######## design 1 ########
[src/rtl/alu_cmd_issuer.sv]
// Command-issue stage in front of the ALU: queues commands, drives the ALU for one
// cycle per command, captures the result one cycle later and returns it as a response.
package alu_cmd_pkg;

  typedef logic [7:0] data_t;

  typedef enum logic [2:0] {
    OP_AND,
    OP_OR,
    OP_XOR,
    OP_ADD,
    OP_SUB,
    OP_SHL,
    OP_SHR,
    OP_PASSB
  } opcode_t;

  typedef struct packed {
    logic    mode;
    opcode_t op;
    data_t   a;
    data_t   b;
  } cmd_t;

endpackage

module alu_cmd_issuer
  import alu_cmd_pkg::*;
#(
  parameter int DEPTH = 4
) (
  input  logic    alu_clk,
  input  logic    alu_rst_n,
  // command side
  input  logic    cmd_valid,
  output logic    cmd_ready,
  input  logic    cmd_mode,
  input  opcode_t cmd_op,
  input  data_t   cmd_a,
  input  data_t   cmd_b,
  // ALU side
  output logic    alu_enable,
  output logic    alu_enable_a,
  output logic    alu_enable_b,
  output opcode_t alu_op_a,
  output opcode_t alu_op_b,
  output data_t   alu_in_a,
  output data_t   alu_in_b,
  output logic    alu_irq_clr,
  input  data_t   alu_out,
  input  logic    alu_irq,
  // response side
  output logic    rsp_valid,
  input  logic    rsp_ready,
  output data_t   rsp_data,
  output logic    rsp_irq,
  output logic [7:0] irq_count,
  output logic    busy
);

  localparam int AW = $clog2(DEPTH);
  localparam logic [AW-1:0] PTR_ONE  = AW'(1);
  localparam logic [AW:0]   CNT_ONE  = (AW+1)'(1);
  localparam logic [AW:0]   CNT_FULL = (AW+1)'(DEPTH);

  typedef enum logic [1:0] {
    ST_IDLE,
    ST_ISSUE,
    ST_WAIT,
    ST_RESP
  } state_t;

  // ---------------------------------------------------------------------------
  // Command FIFO
  // ---------------------------------------------------------------------------
  cmd_t            mem_q [DEPTH];
  logic [AW-1:0]   wr_ptr_q, wr_ptr_d;
  logic [AW-1:0]   rd_ptr_q, rd_ptr_d;
  logic [AW:0]     count_q, count_d;

  state_t          state_q;
  cmd_t            cmd_in;
  cmd_t            head;
  logic            fifo_empty;
  logic            push;
  logic            pop;

  assign cmd_in     = '{mode: cmd_mode, op: cmd_op, a: cmd_a, b: cmd_b};
  assign head       = mem_q[rd_ptr_q];
  assign fifo_empty = (count_q == '0);
  assign cmd_ready  = (count_q != CNT_FULL);
  assign push       = cmd_valid && cmd_ready;
  // A pop is exactly the transition into ISSUE, from IDLE or from an accepted response.
  assign pop        = !fifo_empty &&
                      ((state_q == ST_IDLE) || ((state_q == ST_RESP) && rsp_ready));

  // NOTE: every signal assigned in always_comb gets a default first so no latch is inferred.
  always_comb begin
    wr_ptr_d = wr_ptr_q;
    rd_ptr_d = rd_ptr_q;
    count_d  = count_q;
    if (push) wr_ptr_d = wr_ptr_q + PTR_ONE;
    if (pop)  rd_ptr_d = rd_ptr_q + PTR_ONE;
    case ({push, pop})
      2'b10:   count_d = count_q + CNT_ONE;
      2'b01:   count_d = count_q - CNT_ONE;
      default: count_d = count_q;
    endcase
  end

  // NOTE: storage has no reset; contents are only ever read behind a valid count.
  always_ff @(posedge alu_clk) begin
    if (push) mem_q[wr_ptr_q] <= cmd_in;
  end

  // NOTE: sequential state uses non-blocking assignments only, so every register
  // samples pre-edge values regardless of block ordering.
  always_ff @(posedge alu_clk or negedge alu_rst_n) begin
    if (!alu_rst_n) begin
      wr_ptr_q <= '0;
      rd_ptr_q <= '0;
      count_q  <= '0;
    end else begin
      wr_ptr_q <= wr_ptr_d;
      rd_ptr_q <= rd_ptr_d;
      count_q  <= count_d;
    end
  end

  // ---------------------------------------------------------------------------
  // Issue FSM with registered ALU and response outputs
  // ---------------------------------------------------------------------------
  logic       alu_enable_q, alu_enable_a_q, alu_enable_b_q;
  opcode_t    alu_op_a_q, alu_op_b_q;
  data_t      alu_in_a_q, alu_in_b_q;
  logic       alu_irq_clr_q;
  logic       rsp_valid_q;
  data_t      rsp_data_q;
  logic       rsp_irq_q;
  logic [7:0] irq_count_q;

  always_ff @(posedge alu_clk or negedge alu_rst_n) begin
    if (!alu_rst_n) begin
      state_q        <= ST_IDLE;
      alu_enable_q   <= 1'b0;
      alu_enable_a_q <= 1'b0;
      alu_enable_b_q <= 1'b0;
      alu_op_a_q     <= OP_AND;
      alu_op_b_q     <= OP_AND;
      alu_in_a_q     <= '0;
      alu_in_b_q     <= '0;
      alu_irq_clr_q  <= 1'b0;
      rsp_valid_q    <= 1'b0;
      rsp_data_q     <= '0;
      rsp_irq_q      <= 1'b0;
      irq_count_q    <= '0;
    end else begin
      unique case (state_q)
        ST_IDLE: begin
          alu_enable_q   <= 1'b0;
          alu_enable_a_q <= 1'b0;
          alu_enable_b_q <= 1'b0;
          alu_irq_clr_q  <= 1'b0;
          if (!fifo_empty) state_q <= ST_ISSUE;
        end
        ST_ISSUE: begin
          alu_enable_q   <= 1'b0;
          alu_enable_a_q <= 1'b0;
          alu_enable_b_q <= 1'b0;
          state_q        <= ST_WAIT;
        end
        ST_WAIT: begin
          rsp_data_q    <= alu_out;
          rsp_irq_q     <= alu_irq;
          rsp_valid_q   <= 1'b1;
          // The clear is a one-cycle pulse aligned with the first RESP cycle.
          alu_irq_clr_q <= alu_irq;
          if (alu_irq && (irq_count_q != 8'hFF)) irq_count_q <= irq_count_q + 8'd1;
          state_q       <= ST_RESP;
        end
        ST_RESP: begin
          alu_irq_clr_q <= 1'b0;
          if (rsp_ready) begin
            rsp_valid_q <= 1'b0;
            state_q     <= fifo_empty ? ST_IDLE : ST_ISSUE;
          end
        end
        default: state_q <= ST_IDLE;
      endcase

      // Loading the popped command overrides the enable clears above.
      if (pop) begin
        alu_enable_q   <= 1'b1;
        alu_enable_a_q <= !head.mode;
        alu_enable_b_q <= head.mode;
        if (head.mode) alu_op_b_q <= head.op;
        else           alu_op_a_q <= head.op;
        alu_in_a_q     <= head.a;
        alu_in_b_q     <= head.b;
      end
    end
  end

  assign alu_enable   = alu_enable_q;
  assign alu_enable_a = alu_enable_a_q;
  assign alu_enable_b = alu_enable_b_q;
  assign alu_op_a     = alu_op_a_q;
  assign alu_op_b     = alu_op_b_q;
  assign alu_in_a     = alu_in_a_q;
  assign alu_in_b     = alu_in_b_q;
  assign alu_irq_clr  = alu_irq_clr_q;
  assign rsp_valid    = rsp_valid_q;
  assign rsp_data     = rsp_data_q;
  assign rsp_irq      = rsp_irq_q;
  assign irq_count    = irq_count_q;
  assign busy         = (state_q != ST_IDLE) || !fifo_empty;

endmodule

[config.mk]
export PLATFORM = sky130hd
export DESIGN_NAME = alu_cmd_issuer
export DESIGN_NICKNAME = d
export VERILOG_FILES = /design/src/rtl/alu_cmd_issuer.sv
export SDC_FILE = /design/constraint.sdc
export NUM_CORES = 1
export LEC_CHECK = 0
export CAP_MARGIN = 20
export CORE_MARGIN = 3
export CORE_UTILIZATION = 48
export DETAILED_ROUTE_END_ITERATION = 6
export PLACE_DENSITY = 0.87
export RECOVER_POWER = 50
export SLEW_MARGIN = 20
export SYNTH_ARGS = -nofsm -noshare
export SYNTH_HDL_FRONTEND = slang
export SYNTH_SLANG_ARGS = --single-unit
[constraint.sdc]
create_clock -name alu_clk -period 2.4 [get_ports alu_clk]
set_input_delay 0.6 -clock alu_clk [delete_from_list [all_inputs] [get_ports alu_clk]]
set_output_delay 0.6 -clock alu_clk [all_outputs]
set_load 0.02 [all_outputs]
design_1/power_grid.png
Scale bar: 20 µm. Pins as bars on the die edge. Tap cells in grey.
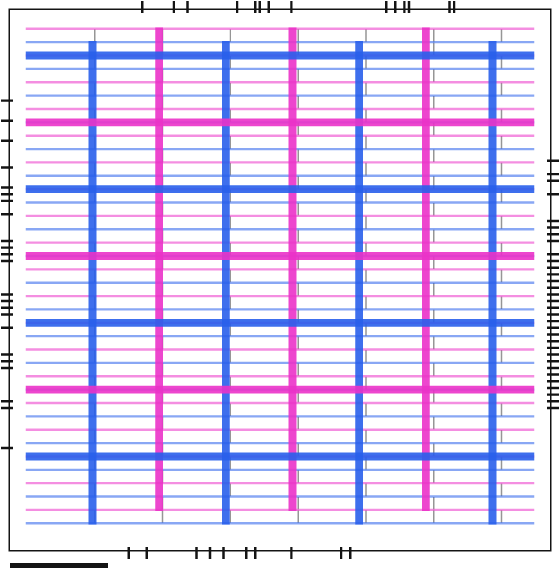
[VSS] blue
[VDD] magenta
tap cells: 136
rows: 37
met4 straps: 7

design_1/placement.png
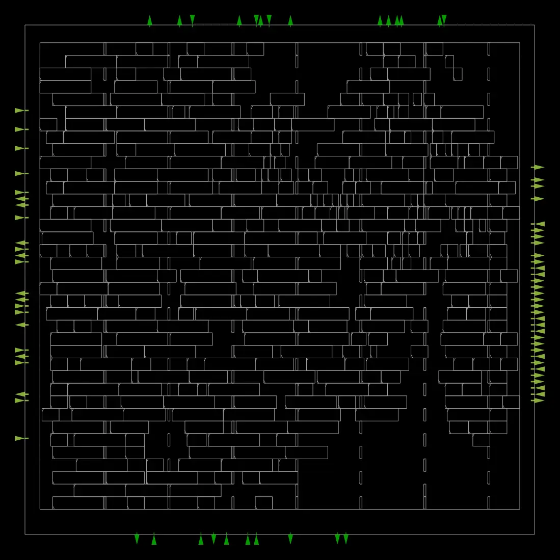
TAP cells: 136
count of filler cells inserted in the layout: 730

==> metrics.log <==
[metrics] run summary
[metrics] most common cell after layout, fill and taps aside: edfxtp_1
[metrics] CP endpoint kind: primary output
[metrics] most numerous logic cells after layout: edfxtp_1, clkdlybuf4s50_1, dfrtp_1, mux2_2
[metrics] post-synthesis xor/xnor area fraction: 1.86%
[metrics] standby leakage power: 2.54 nW
[metrics] most flop-heavy register: mem_q
[metrics] cell depth of the worst flop-to-flop path: 10
[metrics] clock buffer and inverter area fraction after layout: 7.91%
[metrics] Layout Skew: 0.0102 ns
[metrics] Root Buffer Master: clkbuf_8
[metrics] count of synthesis-stage warnings from yosys: 0
[metrics] Reg clk slew, reported paths: 0.06 ns
[metrics] Max clock buf depth: 2
[metrics] HP Class: in -> async
[metrics] number of combinational gates with multiple inputs: 128
[metrics] Slowest cell on crit path: dfrtp_1
[metrics] max-cap viol count: 0
[metrics] average footprint of a synthesized cell: 18.6 µm²
[metrics] die outline width: 110 µm
[metrics] fraction of area in registers: 55.2%
[metrics] multi-input logic area: 1390 µm²
[metrics] cell with the most instances after synthesis: edfxtp_1
[metrics] Buf+Inv Stages, Crit Path: 2
[metrics] R2R Setup Slk: 0.29 ns
[metrics] number of rows created at floorplan: 37
[metrics] synth-to-layout area growth: 30.4%
[metrics] Worst Setup SP: state_q[0]
[metrics] run status: complete, no violations
[metrics] largest driver fanout on the critical path: 5
[metrics] critical path cell sequence: inv_1 > ha_2 > nand2_1 > dlygate4sd2_1
[metrics] First-pass DRT Iterations: 4
[metrics] top-area cell type share of the netlist area: 46.4%
[metrics] floorplan die area: 12100 µm²
[metrics] YS chip area: 5180 µm²
[metrics] max FFs per register: 80
[metrics] share of final-layout standard cells stronger than drive strength 1: 26.1%
[metrics] WL final: 9540 µm
[metrics] initial standard-cell utilization of the core: 49.8%
[metrics] top cells, area: edfxtp_1, dfrtp_1, mux4_2
[metrics] storage element area: 3730 µm²
[metrics] buffers inserted by post-CTS timing repair: 0
[metrics] largest cell class by area: sequential cells
[metrics] signal arrival time at the worst endpoint: 1.70 ns
[metrics] final number of max-transition violations: 0
[metrics] number of diodes: 0
[metrics] number of global-route vias before repair: 2933
[metrics] GRT overflow: 0
[metrics] dominant delay contributor by cell family on the critical path: buffers and inverters
[metrics] accumulated negative setup slack: 0 ns
[metrics] mux contribution to synthesized area: 16.1%
[metrics] maximum number of pins on one net before global-route repair: 54
[metrics] multi-input gate share of total cell area: 20.5%
[metrics] cells in synth_stat.txt: 278
[metrics] Critical Path RT: 1.80 ns
[worst max path at each step]
stage	to	slack [ns]	cells after the start
floorplan	count_q[2]	0.04	11
global placement	count_q[2]	-0.02	9
detailed placement	count_q[2]	-0.07	9
CTS	busy	0.05	4
global route	busy	0.005	4
finish	busy	0.1	4
[routing by layer]
metal  track usage [%]  share of wire, %
met5                 0                 0
met3              4.99               6.8
met2              29.5                52
met1              21.1                40
met4              6.68               1.5
[per-stage QoR]
stage | total power, mW | std cells | instance area [µm²] | utilization (%) | hold slack (ns)
4_1_cts | 9.46 | 530 | 6790 | 65.2 | 0.0648
3_3_place_gp | 6.95 | 498 | 6260 | 60.1 | 0.464
5_1_grt | 9.83 | 530 | 6760 | 64.9 | 0.513
3_5_place_dp | 7.09 | 498 | 6260 | 60.1 | 0.492
2_1_floorplan | 5.69 | 278 | 5180 | - | 0.304
6_report | 9.31 | 530 | 6760 | 64.9 | 0.453
[what timing repair did]
item,CTS,global route
hold endpoints to repair,0,0
endpoints found under the setup margin,2,1
gates resized,2,1
[power breakdown]
part           switching, mW  internal, mW  total (mW)
Combinational           1.68          1.77        3.45
Clock                   1.02          1.30        2.32
Sequential             0.366          3.18        3.55

######## design 2 ########
design_2/io_fan.png
Scale bar: 20 µm.
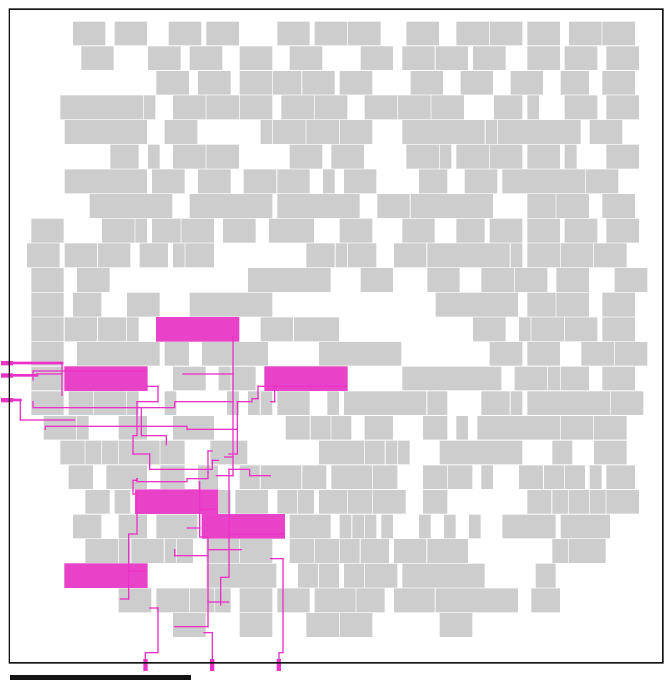
design_2/power_grid.png
Scale bar: 20 µm. Pins as bars on the die edge. Tap cells in grey.
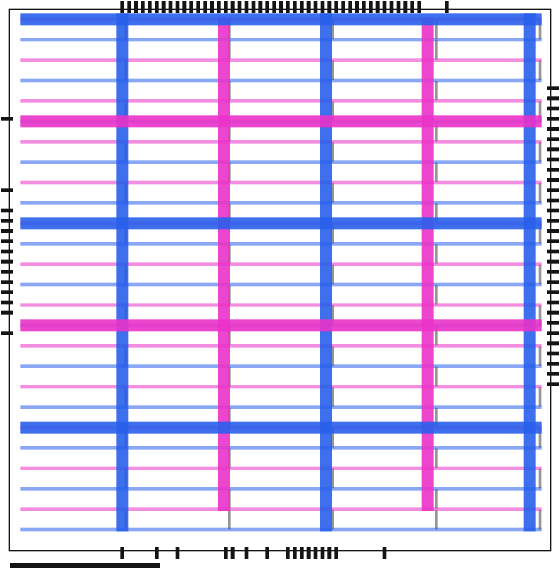
design_2/metal_density.png
The die is cut into 14 by 14 equal tiles; dark blue is low, red is high, scaled to the fullest tile. Values are wire area over tile area, all layers added.
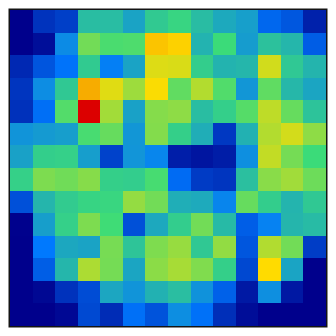
<file path="src/rtl/fifo_ctrl_arb.sv">
// fifo_ctrl_arb: round-robin write arbiter, pop gate and occupancy/flush sequencer
// sitting in front of the shared single-clock fifo.
module fifo_ctrl_arb #(
   parameter int DATA = 16,
   parameter int ADDR = 5,
   parameter int NREQ = 4
) (
   input  logic                 clK,
   input  logic                 rsT_N,
   input  logic [NREQ-1:0]      req_WR,
   input  logic [NREQ*DATA-1:0] req_DATA,
   output logic [NREQ-1:0]      req_GNT,
   input  logic                 rd_REQ,
   output logic                 rd_ACK,
   input  logic                 flush_REQ,
   output logic                 flush_BUSY,
   output logic                 fifo_WR,
   output logic [DATA-1:0]      fifo_IN,
   output logic                 fifo_RD,
   output logic                 fifo_RST,
   output logic [ADDR:0]        level,
   output logic                 full,
   output logic                 empty
);
   localparam int PW = $clog2(NREQ);
   localparam logic [ADDR:0] DEPTH = {1'b1, {ADDR{1'b0}}};

   typedef enum logic [1:0] {RUN, FLUSH, HOLD} state_t;

   state_t        state, state_nx;
   logic [PW-1:0] rr, idx, pick;
   logic          hit, run_ok, wr_acc;

   // Walk downward so the last match written is the one nearest the rr pointer.
   always_comb begin
      hit  = 1'b0;
      pick = rr;
      idx  = rr;
      for (int k = NREQ - 1; k >= 0; k--) begin
         idx = PW'((int'(rr) + k) % NREQ);
         if (req_WR[idx]) begin
            hit  = 1'b1;
            pick = idx;
         end
      end
   end

   always_comb begin
      state_nx = state;
      state_nx = state == RUN ? (flush_REQ ? FLUSH : RUN) : state == FLUSH ? HOLD : RUN;
   end

   // A pending flush blocks both ports so the fifo never sees a strobe alongside its reset.
   assign run_ok     = state == RUN && !flush_REQ;
   assign wr_acc     = run_ok && !full && hit;
   assign req_GNT    = wr_acc ? NREQ'(1) << pick : '0;
   assign rd_ACK     = run_ok && rd_REQ && !empty;
   assign full       = level == DEPTH;
   assign empty      = level == '0;
   assign flush_BUSY = state != RUN;

   always_ff @(posedge clK or negedge rsT_N) begin
      if (!rsT_N) begin
         state    <= RUN;
         rr       <= '0;
         level    <= '0;
         fifo_WR  <= 1'b0;
         fifo_IN  <= '0;
         fifo_RD  <= 1'b0;
         fifo_RST <= 1'b0;
      end else begin
         state    <= state_nx;
         fifo_WR  <= wr_acc;
         fifo_RD  <= rd_ACK;
         fifo_RST <= state == RUN && flush_REQ;
         if (wr_acc) begin
            fifo_IN <= req_DATA[pick*DATA +: DATA];
            rr      <= pick == PW'(NREQ - 1) ? '0 : pick + 1'b1;
         end
         if (state == FLUSH)
            level <= '0;
         else if (wr_acc != rd_ACK)
            level <= wr_acc ? level + 1'b1 : level - 1'b1;
      end
   end
endmodule

</file>
<file path="config.mk">
export PLATFORM = sky130hd
export DESIGN_NAME = fifo_ctrl_arb
export DESIGN_NICKNAME = d
export VERILOG_FILES = /design/src/rtl/fifo_ctrl_arb.sv
export SDC_FILE = /design/constraint.sdc
export NUM_CORES = 1
export LEC_CHECK = 0
export CORE_UTILIZATION = 38
export CTS_CLUSTER_SIZE = 24
export DETAILED_ROUTE_END_ITERATION = 7
export PLACE_DENSITY = 0.84
export SLEW_MARGIN = 20
export SYNTH_ARGS = -nofsm -noshare
export SYNTH_HDL_FRONTEND = slang
export SYNTH_SLANG_ARGS = --single-unit
export TNS_END_PERCENT = 50
</file>
<file path="constraint.sdc">
create_clock -name clK -period 3.24 [get_ports clK]
set_input_delay 0.81 -clock clK [delete_from_list [all_inputs] [get_ports clK]]
set_output_delay 0.81 -clock clK [all_outputs]
set_load 0.01 [all_outputs]
</file>
==> metrics.log <==
[metrics] run summary
[metrics] run status: complete, no violations
[metrics] power dissipated in the clock network: 0.277 mW
[metrics] synth-to-layout area growth: 69.1%
[metrics] # port buffers: 104
[metrics] First-pass DRT Iterations: 4
[metrics] number of buffers added by the clock tree synthesis step: 3
[metrics] switching component of the power: 0.835 mW
[metrics] top cells by count, synth: mux2i_1, nand2_1, dfrtp_1, o221ai_1, ha_1
[metrics] Hold Path End: fifo_IN[11]
[metrics] signal arrival time at the worst endpoint: 2.32 ns
[metrics] post-synthesis simple-gate area fraction: 14.5%
[metrics] Root Buffer Master: clkbuf_8
[metrics] cells in synth_stat.txt: 183
[metrics] setup repair after global routing missed its margin: no
[metrics] most common cell after layout, fill and taps aside: clkdlybuf4s50_1
[metrics] clock power share: 12.4%
About design_2/io_fan.png:
[`level`] magenta | bits: 6 | direction: output | end cells: 6 | buffers: 6 | wire: 275 µm

About design_2/power_grid.png:
[VSS] blue
[VDD] magenta
signal pins: 105
rows: 25
met4 straps: 5

About design_2/metal_density.png:
fullest tile: 0.44
tiles over half the peak: 29%
densest ninth of the die: north
mean over tiles: 0.16
nearly empty tiles: 7.7%

-- worst max-delay path, stage by stage --
cell             delay, ns
clkdlybuf4s50_1       0.45
nand2b_1              0.20
o21ai_4               0.18
inv_1                 0.09
ha_1                  0.19
and3_1                0.14
dlygate4sd2_1         0.27
-- layout make-up --
cell class | count | area [µm²] | share of cell area [%]
timing repair buffer | 119 | 1150 | 36.6
multi-input combinational | 139 | 1110 | 35.2
sequential | 28 | 701 | 22.3
tap | 67 | 83.8 | 2.67
clock buffer | 3 | 41.3 | 1.31
clock inverter | 1 | 30.0 | 0.955
inverter | 8 | 30.0 | 0.955
-- through the flow --
stage	instance area [µm²]	cells	util (%)	setup slack, ns	hold WS, ns
global placement	3040	359	64.4	-0.286	0.467
global route	3140	365	66.6	0.0103	0.527
CTS	3120	365	66.0	0.0229	0.500
detailed placement	3040	359	64.4	-0.348	0.476
finish	3140	365	66.6	0.106	0.499
floorplan	1860	183	-	0.295	0.475


==> gallery <==
Cell classes on the final placement.
Fill, decap, tap and diode cells in grey.
picture 1
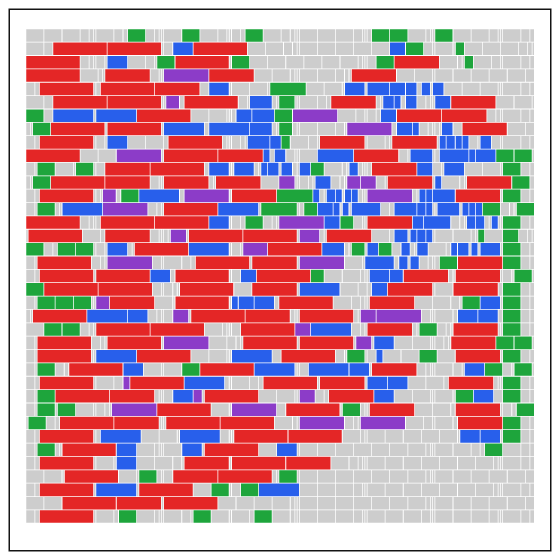
picture 2
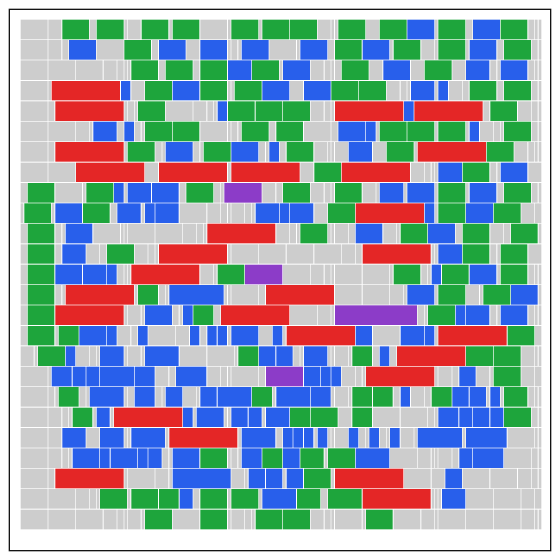
Picture 1 comes from design 1.
Picture 2 comes from design 2.
- most sequential cells: picture 1
- most cells: picture 1

Key to picture 2:
[sequential cells] red | cells: 28 | share of their area: 23%
[clock drivers and dummy loads] purple | cells: 4 | share of their area: 2.3%
[remaining buffers and delay cells] green | cells: 119 | share of their area: 38%
[combinational and other logic] blue | cells: 147 | share of their area: 37%

No activity file was given, so power comes from the tool's default toggle rates.
